==================== regfile_read_port
**regfile_read_port: routed clock nets over the placement**

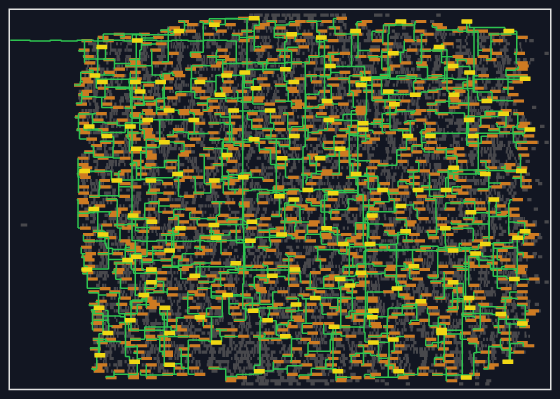

[src/rtl/regfile_read_port.sv]
`default_nettype none
// ============================================================================
// Module   : regfile_read_port
// Purpose  : Dual-read, single-write register file whose read side latches
//            two operands (the A/B operand registers of a multicycle
//            datapath). Register 0 reads as zero. A write and a read of the
//            same address in one cycle are bypassed, so the latched operand
//            carries the data being written.
// Ports    : clk      - rising-edge clock
//            reset    - asynchronous, active-high reset
//            we       - write enable
//            waddr    - write address
//            wdata    - write data
//            rd_req   - read request; the addresses are sampled on this edge
//            raddr_a  - read address, port A
//            raddr_b  - read address, port B
//            rdata_a  - latched operand A, held until the next request
//            rdata_b  - latched operand B, held until the next request
//            rd_valid - one-cycle pulse: the operands were updated on this edge
// Revision : 1.0 - initial release
// ============================================================================
module regfile_read_port #(
   parameter int WIDTH = 32,
   parameter int DEPTH = 32,
   localparam int ADDR_W = $clog2(DEPTH)
) (
   input  logic              clk,
   input  logic              reset,
   input  logic              we,
   input  logic [ADDR_W-1:0] waddr,
   input  logic [WIDTH-1:0]  wdata,
   input  logic              rd_req,
   input  logic [ADDR_W-1:0] raddr_a,
   input  logic [ADDR_W-1:0] raddr_b,
   output logic [WIDTH-1:0]  rdata_a,
   output logic [WIDTH-1:0]  rdata_b,
   output logic              rd_valid
);

   logic [WIDTH-1:0] mem [DEPTH];
   logic [WIDTH-1:0] val_a;
   logic [WIDTH-1:0] val_b;
   logic             wr_live;

   // A write to address 0 is treated as no write at all. This makes both
   // the store and the bypass ignore it.
   assign wr_live = we && (waddr != '0);

   // Storage. Entry 0 is reset to zero and never written. The read muxes
   // also force zero for address 0 regardless of the storage contents.
   always_ff @(posedge clk or posedge reset) begin
      if (reset) begin
         for (int i = 0; i < DEPTH; i++) begin
            mem[i] <= '0;
         end
      end else if (wr_live) begin
         mem[waddr] <= wdata;
      end
   end

   // Per-port operand selection. The bypass comes first, then zero for
   // address 0, then the array.
   always_comb begin
      val_a = mem[raddr_a];
      if (wr_live && (waddr == raddr_a)) begin
         val_a = wdata;
      end else if (raddr_a == '0) begin
         val_a = '0;
      end
   end

   always_comb begin
      val_b = mem[raddr_b];
      if (wr_live && (waddr == raddr_b)) begin
         val_b = wdata;
      end else if (raddr_b == '0) begin
         val_b = '0;
      end
   end

   // Operand latches. They load only on a request, so a later write to the
   // source register does not disturb an operand that has already been captured.
   always_ff @(posedge clk or posedge reset) begin
      if (reset) begin
         rdata_a  <= '0;
         rdata_b  <= '0;
         rd_valid <= 1'b0;
      end else begin
         rd_valid <= rd_req;
         if (rd_req) begin
            rdata_a <= val_a;
            rdata_b <= val_b;
         end
      end
   end

endmodule
`default_nettype wire

[config.mk]
export PLATFORM = sky130hd
export DESIGN_NAME = regfile_read_port
export DESIGN_NICKNAME = d
export VERILOG_FILES = /design/src/rtl/regfile_read_port.sv
export SDC_FILE = /design/constraint.sdc
export NUM_CORES = 2
export LEC_CHECK = 0
export ABC_AREA = 1
export ABC_CLOCK_PERIOD_IN_PS = 56100
export CORE_ASPECT_RATIO = 0.7
export CORE_MARGIN = 1
export CORE_UTILIZATION = 40
export CTS_CLUSTER_SIZE = 8
export DETAILED_ROUTE_END_ITERATION = 10
export PLACE_DENSITY = 0.59
export SLEW_MARGIN = 20
export SYNTH_ARGS = -nofsm -noshare
export SYNTH_HDL_FRONTEND = slang
export SYNTH_SLANG_ARGS = --single-unit
[constraint.sdc]
create_clock -name clk -period 56.1 [get_ports clk]
set_input_delay 11.22 -clock clk [delete_from_list [all_inputs] [get_ports clk]]
set_output_delay 11.22 -clock clk [all_outputs]
set_load 0.005 [all_outputs]
==================== input_debouncer
[src/rtl/input_debouncer.sv]
// Debounce stage behind the input synchronizer. It produces a debounced level,
// one-cycle rise/fall strobes and a saturating count of debounced rises.
module input_debouncer #(
    parameter int STABLE_CYCLES = 4,
    parameter int CNT_W         = 8
) (
    input  logic             clk,
    input  logic             reset,
    input  logic             sync_in,
    input  logic             clear_cnt,
    output logic             level,
    output logic             rise,
    output logic             fall,
    output logic [CNT_W-1:0] event_cnt
);

    localparam int SW = $clog2(STABLE_CYCLES) + 1;
    localparam logic [SW-1:0]    STAB_LAST = SW'(STABLE_CYCLES - 1);
    localparam logic [CNT_W-1:0] CNT_MAX   = '1;

    typedef enum logic [1:0] {
        LOW,
        WAIT_HIGH,
        HIGH,
        WAIT_LOW
    } state_t;

    state_t           state, state_n;
    logic [SW-1:0]    stab, stab_n;
    logic             level_n, rise_n, fall_n;
    logic [CNT_W-1:0] cnt_n;

    always_ff @(posedge clk or negedge reset) begin
        if (!reset) begin
            state     <= LOW;
            stab      <= '0;
            level     <= 1'b0;
            rise      <= 1'b0;
            fall      <= 1'b0;
            event_cnt <= '0;
        end else begin
            state     <= state_n;
            stab      <= stab_n;
            level     <= level_n;
            rise      <= rise_n;
            fall      <= fall_n;
            event_cnt <= cnt_n;
        end
    end

    always_comb begin
        state_n = state;
        stab_n  = stab;
        level_n = level;
        rise_n  = 1'b0;
        fall_n  = 1'b0;
        case (state)
            LOW: begin
                if (sync_in) begin
                    state_n = WAIT_HIGH;
                    stab_n  = SW'(1);
                end
            end
            WAIT_HIGH: begin
                if (!sync_in) begin
                    state_n = LOW;
                    stab_n  = '0;
                end else if (stab == STAB_LAST) begin
                    state_n = HIGH;
                    level_n = 1'b1;
                    rise_n  = 1'b1;
                    stab_n  = '0;
                end else begin
                    stab_n = stab + SW'(1);
                end
            end
            HIGH: begin
                if (!sync_in) begin
                    state_n = WAIT_LOW;
                    stab_n  = SW'(1);
                end
            end
            WAIT_LOW: begin
                if (sync_in) begin
                    state_n = HIGH;
                    stab_n  = '0;
                end else if (stab == STAB_LAST) begin
                    state_n = LOW;
                    level_n = 1'b0;
                    fall_n  = 1'b1;
                    stab_n  = '0;
                end else begin
                    stab_n = stab + SW'(1);
                end
            end
            default: begin
                state_n = LOW;
                stab_n  = '0;
                level_n = 1'b0;
            end
        endcase
    end

    // Clear has priority over a coincident rise; the count sticks at all-ones.
    always_comb begin
        cnt_n = event_cnt;
        if (clear_cnt)
            cnt_n = '0;
        else if (rise_n && event_cnt != CNT_MAX)
            cnt_n = event_cnt + CNT_W'(1);
    end

endmodule

[config.mk]
export PLATFORM = sky130hd
export DESIGN_NAME = input_debouncer
export DESIGN_NICKNAME = d
export VERILOG_FILES = /design/src/rtl/input_debouncer.sv
export SDC_FILE = /design/constraint.sdc
export NUM_CORES = 1
export LEC_CHECK = 0
export ABC_AREA = 1
export CORE_MARGIN = 4
export CORE_UTILIZATION = 54
export DETAILED_ROUTE_END_ITERATION = 6
export GPL_TIMING_DRIVEN = 0
export PLACE_DENSITY = 0.82
export RECOVER_POWER = 50
export SYNTH_ARGS = -nofsm -noshare
export SYNTH_HDL_FRONTEND = slang
export SYNTH_SLANG_ARGS = --single-unit
export TNS_END_PERCENT = 5
[constraint.sdc]
create_clock -name clk -period 2.7 [get_ports clk]
set_input_delay 0.27 -clock clk [delete_from_list [all_inputs] [get_ports clk]]
set_output_delay 0.27 -clock clk [all_outputs]
set_load 0.02 [all_outputs]
==================== operand_fetch
[src/rtl/operand_fetch.sv]
// Operand fetch stage: 8x16 register file plus a small FSM that reads Rn then Rm
// and hands B and the latched shift code to the shifter. Macro: OPERAND_FETCH_BYPASS_EN.
module operand_fetch #(
  parameter int DW   = 16,
  parameter int NREG = 8
) (
  input  logic          clk,
  input  logic          reset,
  input  logic          write,
  input  logic [2:0]    writenum,
  input  logic [DW-1:0] data_in,
  input  logic          start,
  input  logic [2:0]    rn,
  input  logic [2:0]    rm,
  input  logic [1:0]    shift_in,
  input  logic          take,
  output logic [DW-1:0] a_out,
  output logic [DW-1:0] b_out,
  output logic [1:0]    shift_out,
  output logic          valid,
  output logic          busy
);

  typedef enum logic [1:0] {IDLE, RD_A, RD_B, DONE} state_t;

  state_t        state_q, state_d;
  logic [DW-1:0] rf_q [NREG];
  logic [DW-1:0] rf_d [NREG];
  logic [2:0]    rn_q, rn_d, rm_q, rm_d;
  logic [1:0]    shift_q, shift_d;
  logic [DW-1:0] a_q, a_d, b_q, b_d;
  logic          valid_q, valid_d, busy_q, busy_d;
  logic [DW-1:0] rd_a, rd_b;

  // Captured values are the pre-write contents unless forwarding is enabled.
  always_comb begin
`ifdef OPERAND_FETCH_BYPASS_EN
    rd_a = (write && (writenum == rn_q)) ? data_in : rf_q[rn_q];
    rd_b = (write && (writenum == rm_q)) ? data_in : rf_q[rm_q];
`else
    rd_a = rf_q[rn_q];
    rd_b = rf_q[rm_q];
`endif
  end

  always_comb begin
    rf_d = rf_q;
    if (write) rf_d[writenum] = data_in;
  end

  always_comb begin
    state_d = state_q;
    rn_d    = rn_q;
    rm_d    = rm_q;
    shift_d = shift_q;
    a_d     = a_q;
    b_d     = b_q;
    case (state_q)
      IDLE: begin
        if (start) begin
          rn_d    = rn;
          rm_d    = rm;
          shift_d = shift_in;
          state_d = RD_A;
        end
      end
      RD_A: begin
        a_d     = rd_a;
        state_d = RD_B;
      end
      RD_B: begin
        b_d     = rd_b;
        state_d = DONE;
      end
      DONE: begin
        if (take) begin
          if (start) begin
            rn_d    = rn;
            rm_d    = rm;
            shift_d = shift_in;
            state_d = RD_A;
          end else begin
            state_d = IDLE;
          end
        end
      end
      default: state_d = IDLE;
    endcase
    valid_d = (state_d == DONE);
    busy_d  = (state_d == RD_A) || (state_d == RD_B);
  end

  always_ff @(posedge clk or posedge reset) begin
    if (reset) begin
      state_q <= IDLE;
      for (int i = 0; i < NREG; i++) rf_q[i] <= '0;
      rn_q    <= '0;
      rm_q    <= '0;
      shift_q <= '0;
      a_q     <= '0;
      b_q     <= '0;
      valid_q <= 1'b0;
      busy_q  <= 1'b0;
    end else begin
      state_q <= state_d;
      rf_q    <= rf_d;
      rn_q    <= rn_d;
      rm_q    <= rm_d;
      shift_q <= shift_d;
      a_q     <= a_d;
      b_q     <= b_d;
      valid_q <= valid_d;
      busy_q  <= busy_d;
    end
  end

  assign a_out     = a_q;
  assign b_out     = b_q;
  assign shift_out = shift_q;
  assign valid     = valid_q;
  assign busy      = busy_q;

endmodule

[config.mk]
export PLATFORM = sky130hd
export DESIGN_NAME = operand_fetch
export DESIGN_NICKNAME = d
export VERILOG_FILES = /design/src/rtl/operand_fetch.sv
export SDC_FILE = /design/constraint.sdc
export NUM_CORES = 1
export LEC_CHECK = 0
export ABC_AREA = 1
export CORE_MARGIN = 2
export CORE_UTILIZATION = 36
export DETAILED_ROUTE_END_ITERATION = 8
export MAX_ROUTING_LAYER = met4
export SYNTH_ARGS = -nofsm -noshare
export SYNTH_HDL_FRONTEND = slang
export SYNTH_SLANG_ARGS = --single-unit
[constraint.sdc]
create_clock -name clk -period 9.3 [get_ports clk]
set_input_delay 2.79 -clock clk [delete_from_list [all_inputs] [get_ports clk]]
set_output_delay 2.79 -clock clk [all_outputs]
set_load 0.005 [all_outputs]
==================== deskew
[src/rtl/deskew.sv]
// Re-aligns the staggered output lanes of a systolic array into one vector per clock,
// tagging each aligned vector with valid and end-of-burst markers.
module deskew #(
    parameter int data_size = 16,
    parameter int size      = 4,
    parameter int cycle     = 1,
    parameter int burst_len = 8
) (
    input  logic                      clk,
    input  logic                      rst_n,
    input  logic                      en,
    input  logic                      valid_in,
    input  logic [data_size*size-1:0] bus_in,
    output logic                      valid_out,
    output logic                      last_out,
    output logic [data_size*size-1:0] bus_out
);

    localparam int tag_depth = (size - 1) * cycle + 1;
    localparam int cnt_w     = (burst_len > 1) ? $clog2(burst_len) : 1;
    localparam logic [cnt_w-1:0] cnt_last = cnt_w'(burst_len - 1);

    logic [tag_depth-1:0] tag_q, tag_d;
    logic [cnt_w-1:0]     cnt_q, cnt_d;

    // Early lanes wait longer so every lane of a vector reaches the output on the same edge.
    for (genvar i = 0; i < size; i++) begin : g_lane
        localparam int depth = (size - 1 - i) * cycle + 1;

        logic [data_size-1:0] lane_q [depth];
        logic [data_size-1:0] lane_d [depth];

        always_comb begin
            lane_d = lane_q;
            if (en) begin
                lane_d[0] = bus_in[data_size*i +: data_size];
                for (int j = 1; j < depth; j++) begin
                    lane_d[j] = lane_q[j-1];
                end
            end
        end

        always_ff @(posedge clk) begin
            if (!rst_n) begin
                for (int j = 0; j < depth; j++) begin
                    lane_q[j] <= '0;
                end
            end else begin
                lane_q <= lane_d;
            end
        end

        assign bus_out[data_size*i +: data_size] = lane_q[depth-1];
    end

    always_comb begin
        tag_d = tag_q;
        cnt_d = cnt_q;
        if (en) begin
            tag_d[0] = valid_in;
            for (int j = 1; j < tag_depth; j++) begin
                tag_d[j] = tag_q[j-1];
            end
            if (tag_q[tag_depth-1]) begin
                cnt_d = (cnt_q == cnt_last) ? '0 : cnt_q + cnt_w'(1);
            end
        end
    end

    always_ff @(posedge clk) begin
        if (!rst_n) begin
            tag_q <= '0;
            cnt_q <= '0;
        end else begin
            tag_q <= tag_d;
            cnt_q <= cnt_d;
        end
    end

    // Gating with en keeps a stalled beat from being seen (or counted) twice downstream.
    assign valid_out = en & tag_q[tag_depth-1];
    assign last_out  = valid_out & (cnt_q == cnt_last);

endmodule

[config.mk]
export PLATFORM = sky130hd
export DESIGN_NAME = deskew
export DESIGN_NICKNAME = d
export VERILOG_FILES = /design/src/rtl/deskew.sv
export SDC_FILE = /design/constraint.sdc
export NUM_CORES = 1
export LEC_CHECK = 0
export CORE_UTILIZATION = 53
export DETAILED_ROUTE_END_ITERATION = 8
export PLACE_DENSITY = 0.82
export SLEW_MARGIN = 10
export SYNTH_ARGS = -nofsm -noshare
export SYNTH_HDL_FRONTEND = slang
export SYNTH_SLANG_ARGS = --single-unit
export TNS_END_PERCENT = 10
[constraint.sdc]
create_clock -name clk -period 3.4 [get_ports clk]
set_clock_uncertainty 0.1 [all_clocks]
set_input_delay 0.68 -clock clk [delete_from_list [all_inputs] [get_ports clk]]
set_output_delay 0.68 -clock clk [all_outputs]
set_load 0.1 [all_outputs]
**operand_fetch: power grid**

Pins as bars on the die edge. Tap cells in gray.
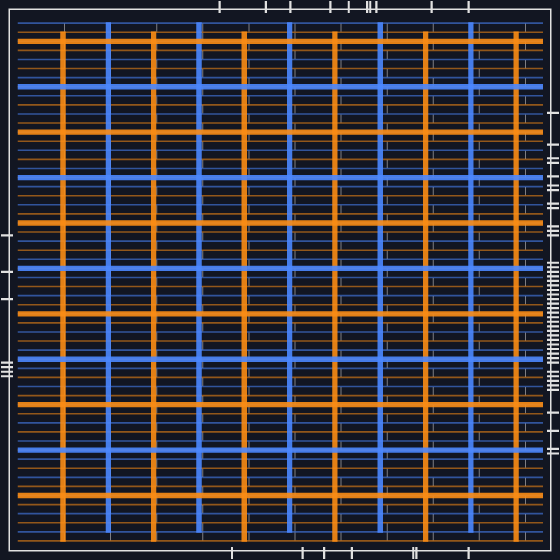
[orange] VSS
[blue] VDD
met1 rails: 58
rows: 57
signal pins: 68
met5 straps: 11
tap cells: 324
worst-case vdd ir drop: 0.1688 mV
CORE AREA: 24390 um2
width of the die: 161.7 um
die span in y: 161.7 um

==> run summary, operand_fetch <==
status: complete, no violations
CTS Sinks: 172
DR iter-0 viols: 707
WL/cell: 16.72 um
Leak Pwr: 5.283 nW
Worst-Skew Late Latency: 0.44 ns
Tapcells: 324
AO/OA Area Share: 7.757%
crit-path leading delay family: buffers and inverters
Place WS: 4.672 ns
asr flop ratio synth: 100.0%
met2 wire length: 11.59 mm
Setup crit start: b_out[14]
min-delay src: shift_out[1]
Mapped Cells: 1247
Most used DFF post-synth: dfrtp_1
Area leader share: 48.08%
==> operand_fetch: report_power, final <==
part           internal, mW  switching, mW  total [mW]
clock network         0.438          0.308       0.746
registers             0.950          0.159        1.11
logic                 0.520          0.923        1.44
==> operand_fetch: layer usage <==
| metal | global-route usage [%] | up-vias |
|---|---|---|
| met4 | 7.643 | 0 |
| li1 | - | 3956 |
| met2 | 32.71 | 361 |
| met1 | 31.37 | 3778 |
| met5 | - | - |
| met3 | 3.677 | 39 |
==> operand_fetch: worst min-delay path, cell delays in order, from the launching register on <==
cell and delay (ns):
dfrtp_1 0.34, nand2_1 0.05, nand2_1 0.05
==> operand_fetch: per-stage QoR <==
| stage | power, mW | cell area (um2) |
|---|---|---|
| final | 3.298 | 10420 |
| after global routing | 3.543 | 10420 |
| after CTS | 3.294 | 10420 |
| after detailed placement | 2.541 | 9801 |
| after global placement | 2.528 | 9801 |
| after floorplan | 2.039 | 8952 |
==> operand_fetch: state kept, by name, summed over array words and instances (netlist names) <==
| signal | flops |
|---|---|
| a_out | 16 |
| b_out | 16 |
| busy | 1 |
| rf_q | 128 |
| rm_q | 3 |
| rn_q | 3 |
| shift_out | 2 |
| state_q | 2 |
| valid | 1 |
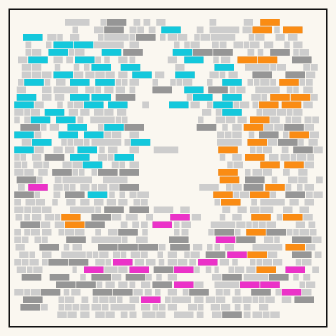
**Above:** deskew (flops by top-level scope).
Other sequential cells in the stronger gray, the rest of the logic in the fainter gray.
[cyan] g_lane[0] | flops: 48
[magenta] g_lane[2] | flops: 16
[orange] g_lane[1] | flops: 32
not colored: 71
Die Area: 13140 um2
Core Util, Final: 67.61%
Post-Layout Cell Count: 844

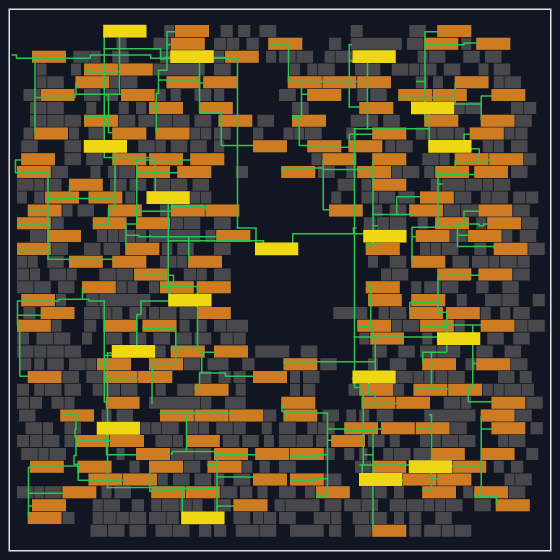
**Above:** deskew (routed clock nets over the placement).
[orange] flip-flops | count: 167
[green] clock wires | length: 1770 um
[yellow] clock drivers | count: 17
flops lie: all over the die
Worst-Skew Late Latency: 0.42 ns
Clock Power: 2.18 mW
clock share of power: 45.8%

==> run summary, deskew <==
Flop pwr share: 43.4%
Gate power share: 10.7%
nets@finish: 733
CTS tree: done
met1 Use GR: 20.92%
Synth Register Bits: 167
worst-path cell chain: ha_1, ha_1, and3_1, buf_12
Mapped Cells: 593
Resized Gates After CTS: 0
Vias/cell: 4.776
Sw Pwr: 1.081 mW
RSZ-0062 raised after global routing: false
Net Sw Frac: 22.69%
highest-delay cell along the critical path: dfxtp_1
status: complete, no violations
# Max-Cap Violations: 0
Final Cycle Share: 68.01%
min-delay src: g_lane[1].lane_q[34]
Leak Pwr: 3.570 nW
CP Launch Type: flip-flop
hold_ws: 0.4120 ns
f_max: 432.5 MHz
Num CTS Buffers: 17
Worst slew margin: 45.89%
crit-path leading delay family: adder cells
via count: 4031
setup violators final: 0
hpwl dp: 7.188 mm
final worst path period need: 2.312 ns
synthesized cell area: 6723 um2
Pwr Total: 4.764 mW
Clock Tree Root: clkbuf_16
most frequent CP cell: ha_1
fillers: 976
placed cell count: 812
H-tree Lvls: 4
Synth top cell by count: dfxtp_1
number of cells in Yosys stat: 593
clock-pin slew on the worst setup and hold paths: 0.06 ns
worst hold stages: 2
Final Hold Viols: 0
yosys stat area: 6723 um2
met2 wire length: 5.159 mm
DR WL met3: 737 um
largest fanout on the critical path: 3
-- deskew: power groups by stage --
stage,logic [mW],clock network [mW],registers [mW]
2_1_floorplan,0.320,0,2.18
3_3_place_gp,0.503,0,2.11
3_5_place_dp,0.515,0,2.11
4_1_cts,0.517,2.23,2.07
5_1_grt,0.544,2.31,2.08
6_report,0.512,2.18,2.07
-- deskew: area by class of cell --
cell class	count	share of cell area, %
multi-input cells	341	33.61
flip-flops and latches	167	40.49
repair buffers	136	15.02
clock buffers	20	5.652
clock inverters	12	2.682
well taps	168	2.546
-- deskew: cell families after synthesis --
| logic type | count (synthesis) | synth area share [%] |
|---|---|---|
| muxes | 164 | 24.42 |
| and+or+nand+nor | 169 | 15.82 |
| DFF | 167 | 49.73 |
| adders and majority gates | 2 | 0.3722 |
| AOI/OAI and AO/OA | 6 | 0.6700 |
| buffers and inverters | 85 | 8.989 |
-- deskew: worst paths after layout --
kind / slack [ns] / endpoint
hold reg to reg: 0.41 / g_lane[1].lane_q[18]
hold / removal: 0.41 / g_lane[1].lane_q[18]
setup / recovery: 1.09 / last_out
setup reg to reg: 2.08 / cnt_q[2]
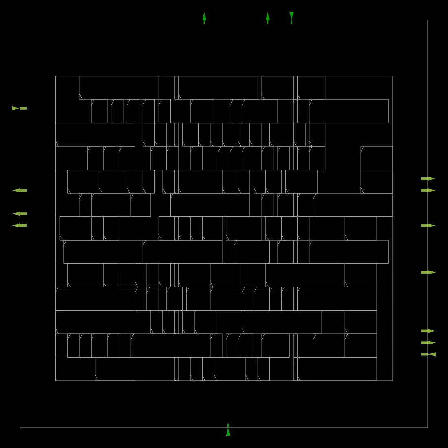
**Above:** input_debouncer (cell placement).
Core Util, Final: 73.94%
fillers: 109
Post-Layout Cell Count: 135

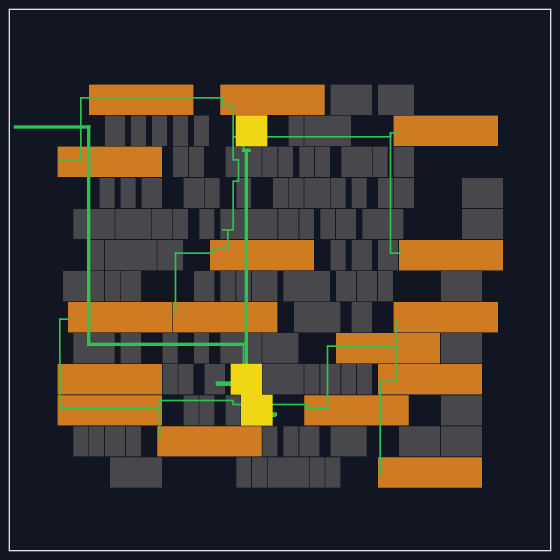
**Above:** input_debouncer (routed clock nets over the placement).
[green] clock wires | length: 213 um
[orange] flip-flops | count: 16
[yellow] clock drivers | count: 3
routed clock nets: 4
Worst-Skew Late Latency: 0.29 ns
clock share of power: 26.3%
Setup Skew: 0.003246 ns

==> run summary, input_debouncer <==
status: complete, no violations
clock-pin slew on the worst setup and hold paths: 0.09 ns
top power group: sequential cells
CORE AREA: 1383 um2
Setup Crit Path Kind: flip-flop to output port
Seq area share: 39.17%
R2R cell count: 7
global-route wire length before repair: 2.980 mm
Final Hold Viols: 0
Crit Reg-Reg Endpoint: event_cnt[1]
critical path buffer and inverter count: 1
most flop-heavy register: event_cnt
Signal inverters: 10
Most used DFF post-synth: dfrtp_1
sequential cells: 16
yosys stat area: 834.6 um2
Gate power share: 24.1%
Clock Power: 158 uW
remaining routing DRC violations: 0
Largest regs: event_cnt: 8 flops, stab: 3 flops
Resized Gates After CTS: 0
final worst path period need: 1.669 ns
Cell variety after synth: 19
# clk buffers: 4
Tapcells: 15
vias in the first global route: 663
Sw Pwr: 190.0 uW
Setup TNS: 0 ns
Routed Antenna Nets: 0
via count: 724
f_max: 599.2 MHz
Flop pwr share: 49.6%
width of the die: 47.31 um
Design Area, Final: 1022 um2
Layout area overhead: 22.49%
I/O Pins: 15
Synth area leaders: dfrtp_1 (48%), nand2_1 (13%), nand3_1 (7.8%)
Place WS: 1.159 ns
worst-path cell chain: clkdlybuf4s50_1
Post-Syn Nets: 108
Arr. time, crit path: 1.40 ns
-- input_debouncer: kinds of logic after synthesis --
| group | Yosys count | share of synthesized area [%] |
|---|---|---|
| compound gates | 8 | 5.096 |
| xor+xnor | 4 | 4.199 |
| fa+ha+maj | 2 | 2.998 |
| buf+inv | 10 | 4.497 |
| flops | 16 | 47.98 |
| simple gates | 62 | 35.23 |
-- input_debouncer: placed cells by master, fill, tap and decap left out --
master / instances
nand2_1: 28
dfrtp_1: 16
nor2_1: 13
nand3_1: 13
clkdlybuf4s50_1: 12
inv_1: 9
o21ai_1: 3
o21ai_0: 3
clkbuf_4: 3
nand2_2: 2
nor2_4: 2
xnor2_1: 2
xor2_1: 2
ha_1: 2
dlygate4sd3_1: 2
nand3_2: 1
clkinv_1: 1
nand4_1: 1
nand2_4: 1
nor3_1: 1
o21bai_1: 1
a21oi_1: 1
clkbuf_8: 1
-- input_debouncer: metal layers --
layer  global-route usage, %  vias up  wire [um]  share of wire [%]
met5                       0        -          0                  0
met4                   11.60        0         39                2.3
met3                   4.215        4         97                5.6
li1                        -      364          -                  -
met1                   24.76      333        783                 45
met2                   29.95       23        802                 47
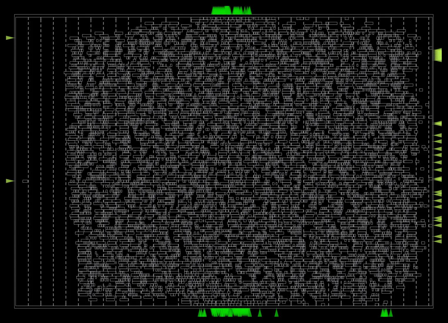
**Above:** regfile_read_port (cell placement).
Core Util, Final: 44.58%
Seq area share: 41.80%
Post-Layout Cell Count: 10070
CORE AREA: 146200 um2

Notes on 'routed clock nets over the placement' of regfile_read_port above:
[yellow] clock drivers | count: 154
[green] clock wires | length: 16400 um
[orange] flip-flops | count: 1089
routed clock nets: 155
flops lie: all over the die
clock share of power: 36.7%
Worst-Skew Late Latency: 0.79 ns

==> run summary, regfile_read_port <==
status: complete, no violations
RSZ-0062 raised after global routing: false
via count: 58560
Sw Pwr: 739.3 uW
highest-delay cell along the critical path: buf_4
DR WL met3: 32.96 mm
I/O Pins: 116
metal1 wirelength: 104.0 mm
Pwr Total: 2.322 mW
Arr. time, crit path: 16.49 ns
Initial Util: 40.52%
placed inst area: 61060 um2
worst-case vdd ir drop: 0.03189 mV
highest routed metal layer: met5
Design Area, Final: 65190 um2
AO/OA Area Share: 17.21%
Critical Path End: mem[928]
Synth area leaders: dfrtp_1 (46%), nand2_1 (19%), o21ai_0 (8.3%)
synthesized cell area: 59250 um2
Synth Seq Share: 45.99%
R2R cell count: 7
most instantiated logic cell after routing: nand2_1
hpwl dp: 131.2 mm
Synth top cell by count: nand2_1
Post-synth EDFFs: 0
width of the die: 462.0 um
Layout area overhead: 10.02%
met1 Use GR: 46.81%
==> regfile_read_port: area by class of cell <==
type	instances	area, um2
antenna	3	7.507
clock buffer	162	4033
clock inverter	8	85.08
fill	14780	81050
inverter	450	1715
multi-input combinational	6183	27620
sequential	1089	27250
tap	1963	2456
timing repair buffer	214	2029
==> regfile_read_port: worst register-to-register path, cell delays in order, from the launching register on <==
cell and delay [ns]:
dfrtp_1 0.38, or2_2 0.27, nand3_1 0.07, nand3_1 0.10, nand2_1 0.11, nand3_1 0.35, nand3_1 0.26, a21oi_1 0.09
==> regfile_read_port: how the worst min path moves through the flow <==
| stage | startpoint | endpoint | cells past startpoint |
|---|---|---|---|
| global route | mem[1010] | mem[1010] | 0 |
| finish | mem[1002] | mem[1002] | 0 |
| CTS | mem[992] | mem[992] | 0 |
| global placement | mem[998] | mem[998] | 0 |
| floorplan | mem[1000] | mem[1000] | 1 |
| detailed placement | mem[1019] | mem[1019] | 0 |
==> regfile_read_port: flip-flops by register name (all words and copies together), names as in the netlist <==
name,flops
mem,1024
rdata_a,32
rdata_b,32
rd_valid,1


==> notes/layouts.md <==
Pictures saved along the way, in no particular order.

Cell classes on the final placement.
image #1
Bar = 100 um. Fill, decap, tap and diode cells in gray.
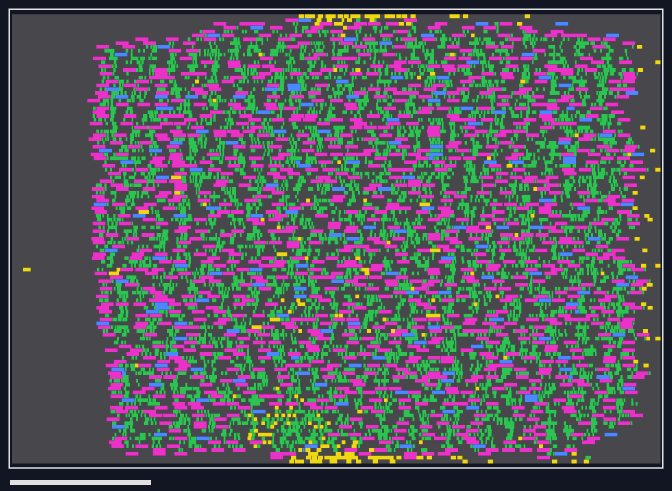
image #2
Bar = 20 um. Fill, decap, tap and diode cells in gray.
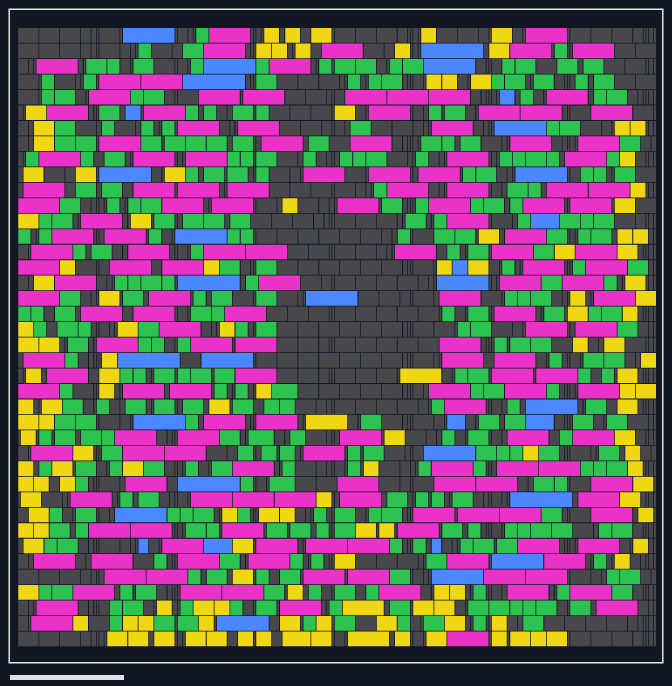
image #3
Bar = 50 um. Fill, decap, tap and diode cells in gray.
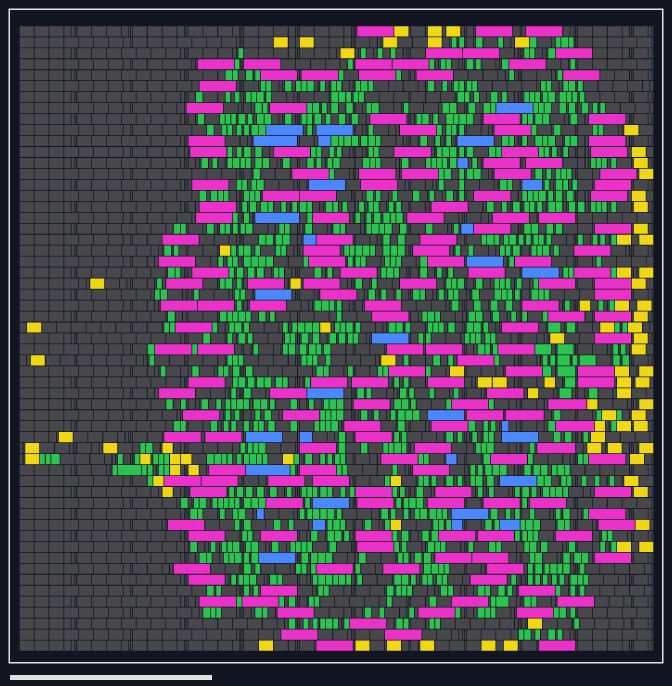
image #4
Bar = 10 um. Fill, decap, tap and diode cells in gray.
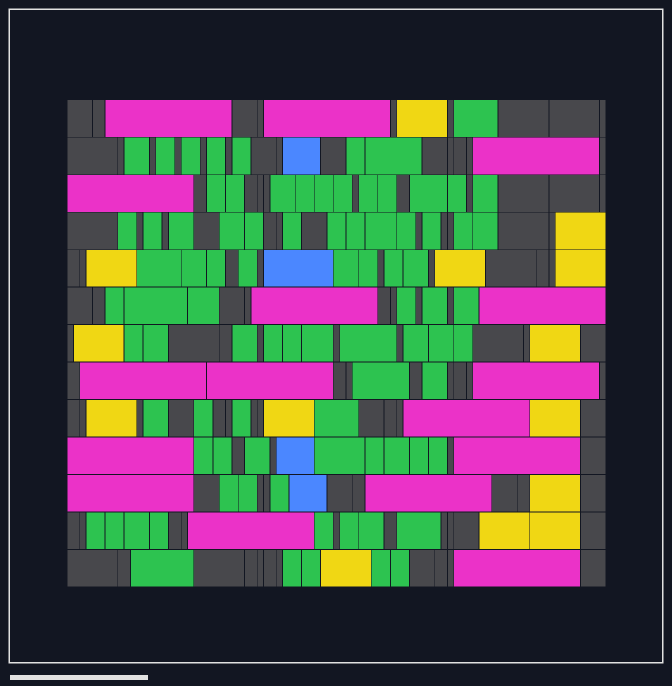
- largest die: image #1
| from | picture |
|---|---|
| operand_fetch | image #3 |
| regfile_read_port | image #1 |
| input_debouncer | image #4 |
| deskew | image #2 |

No activity file was given, so power comes from the tool's default toggle rates.
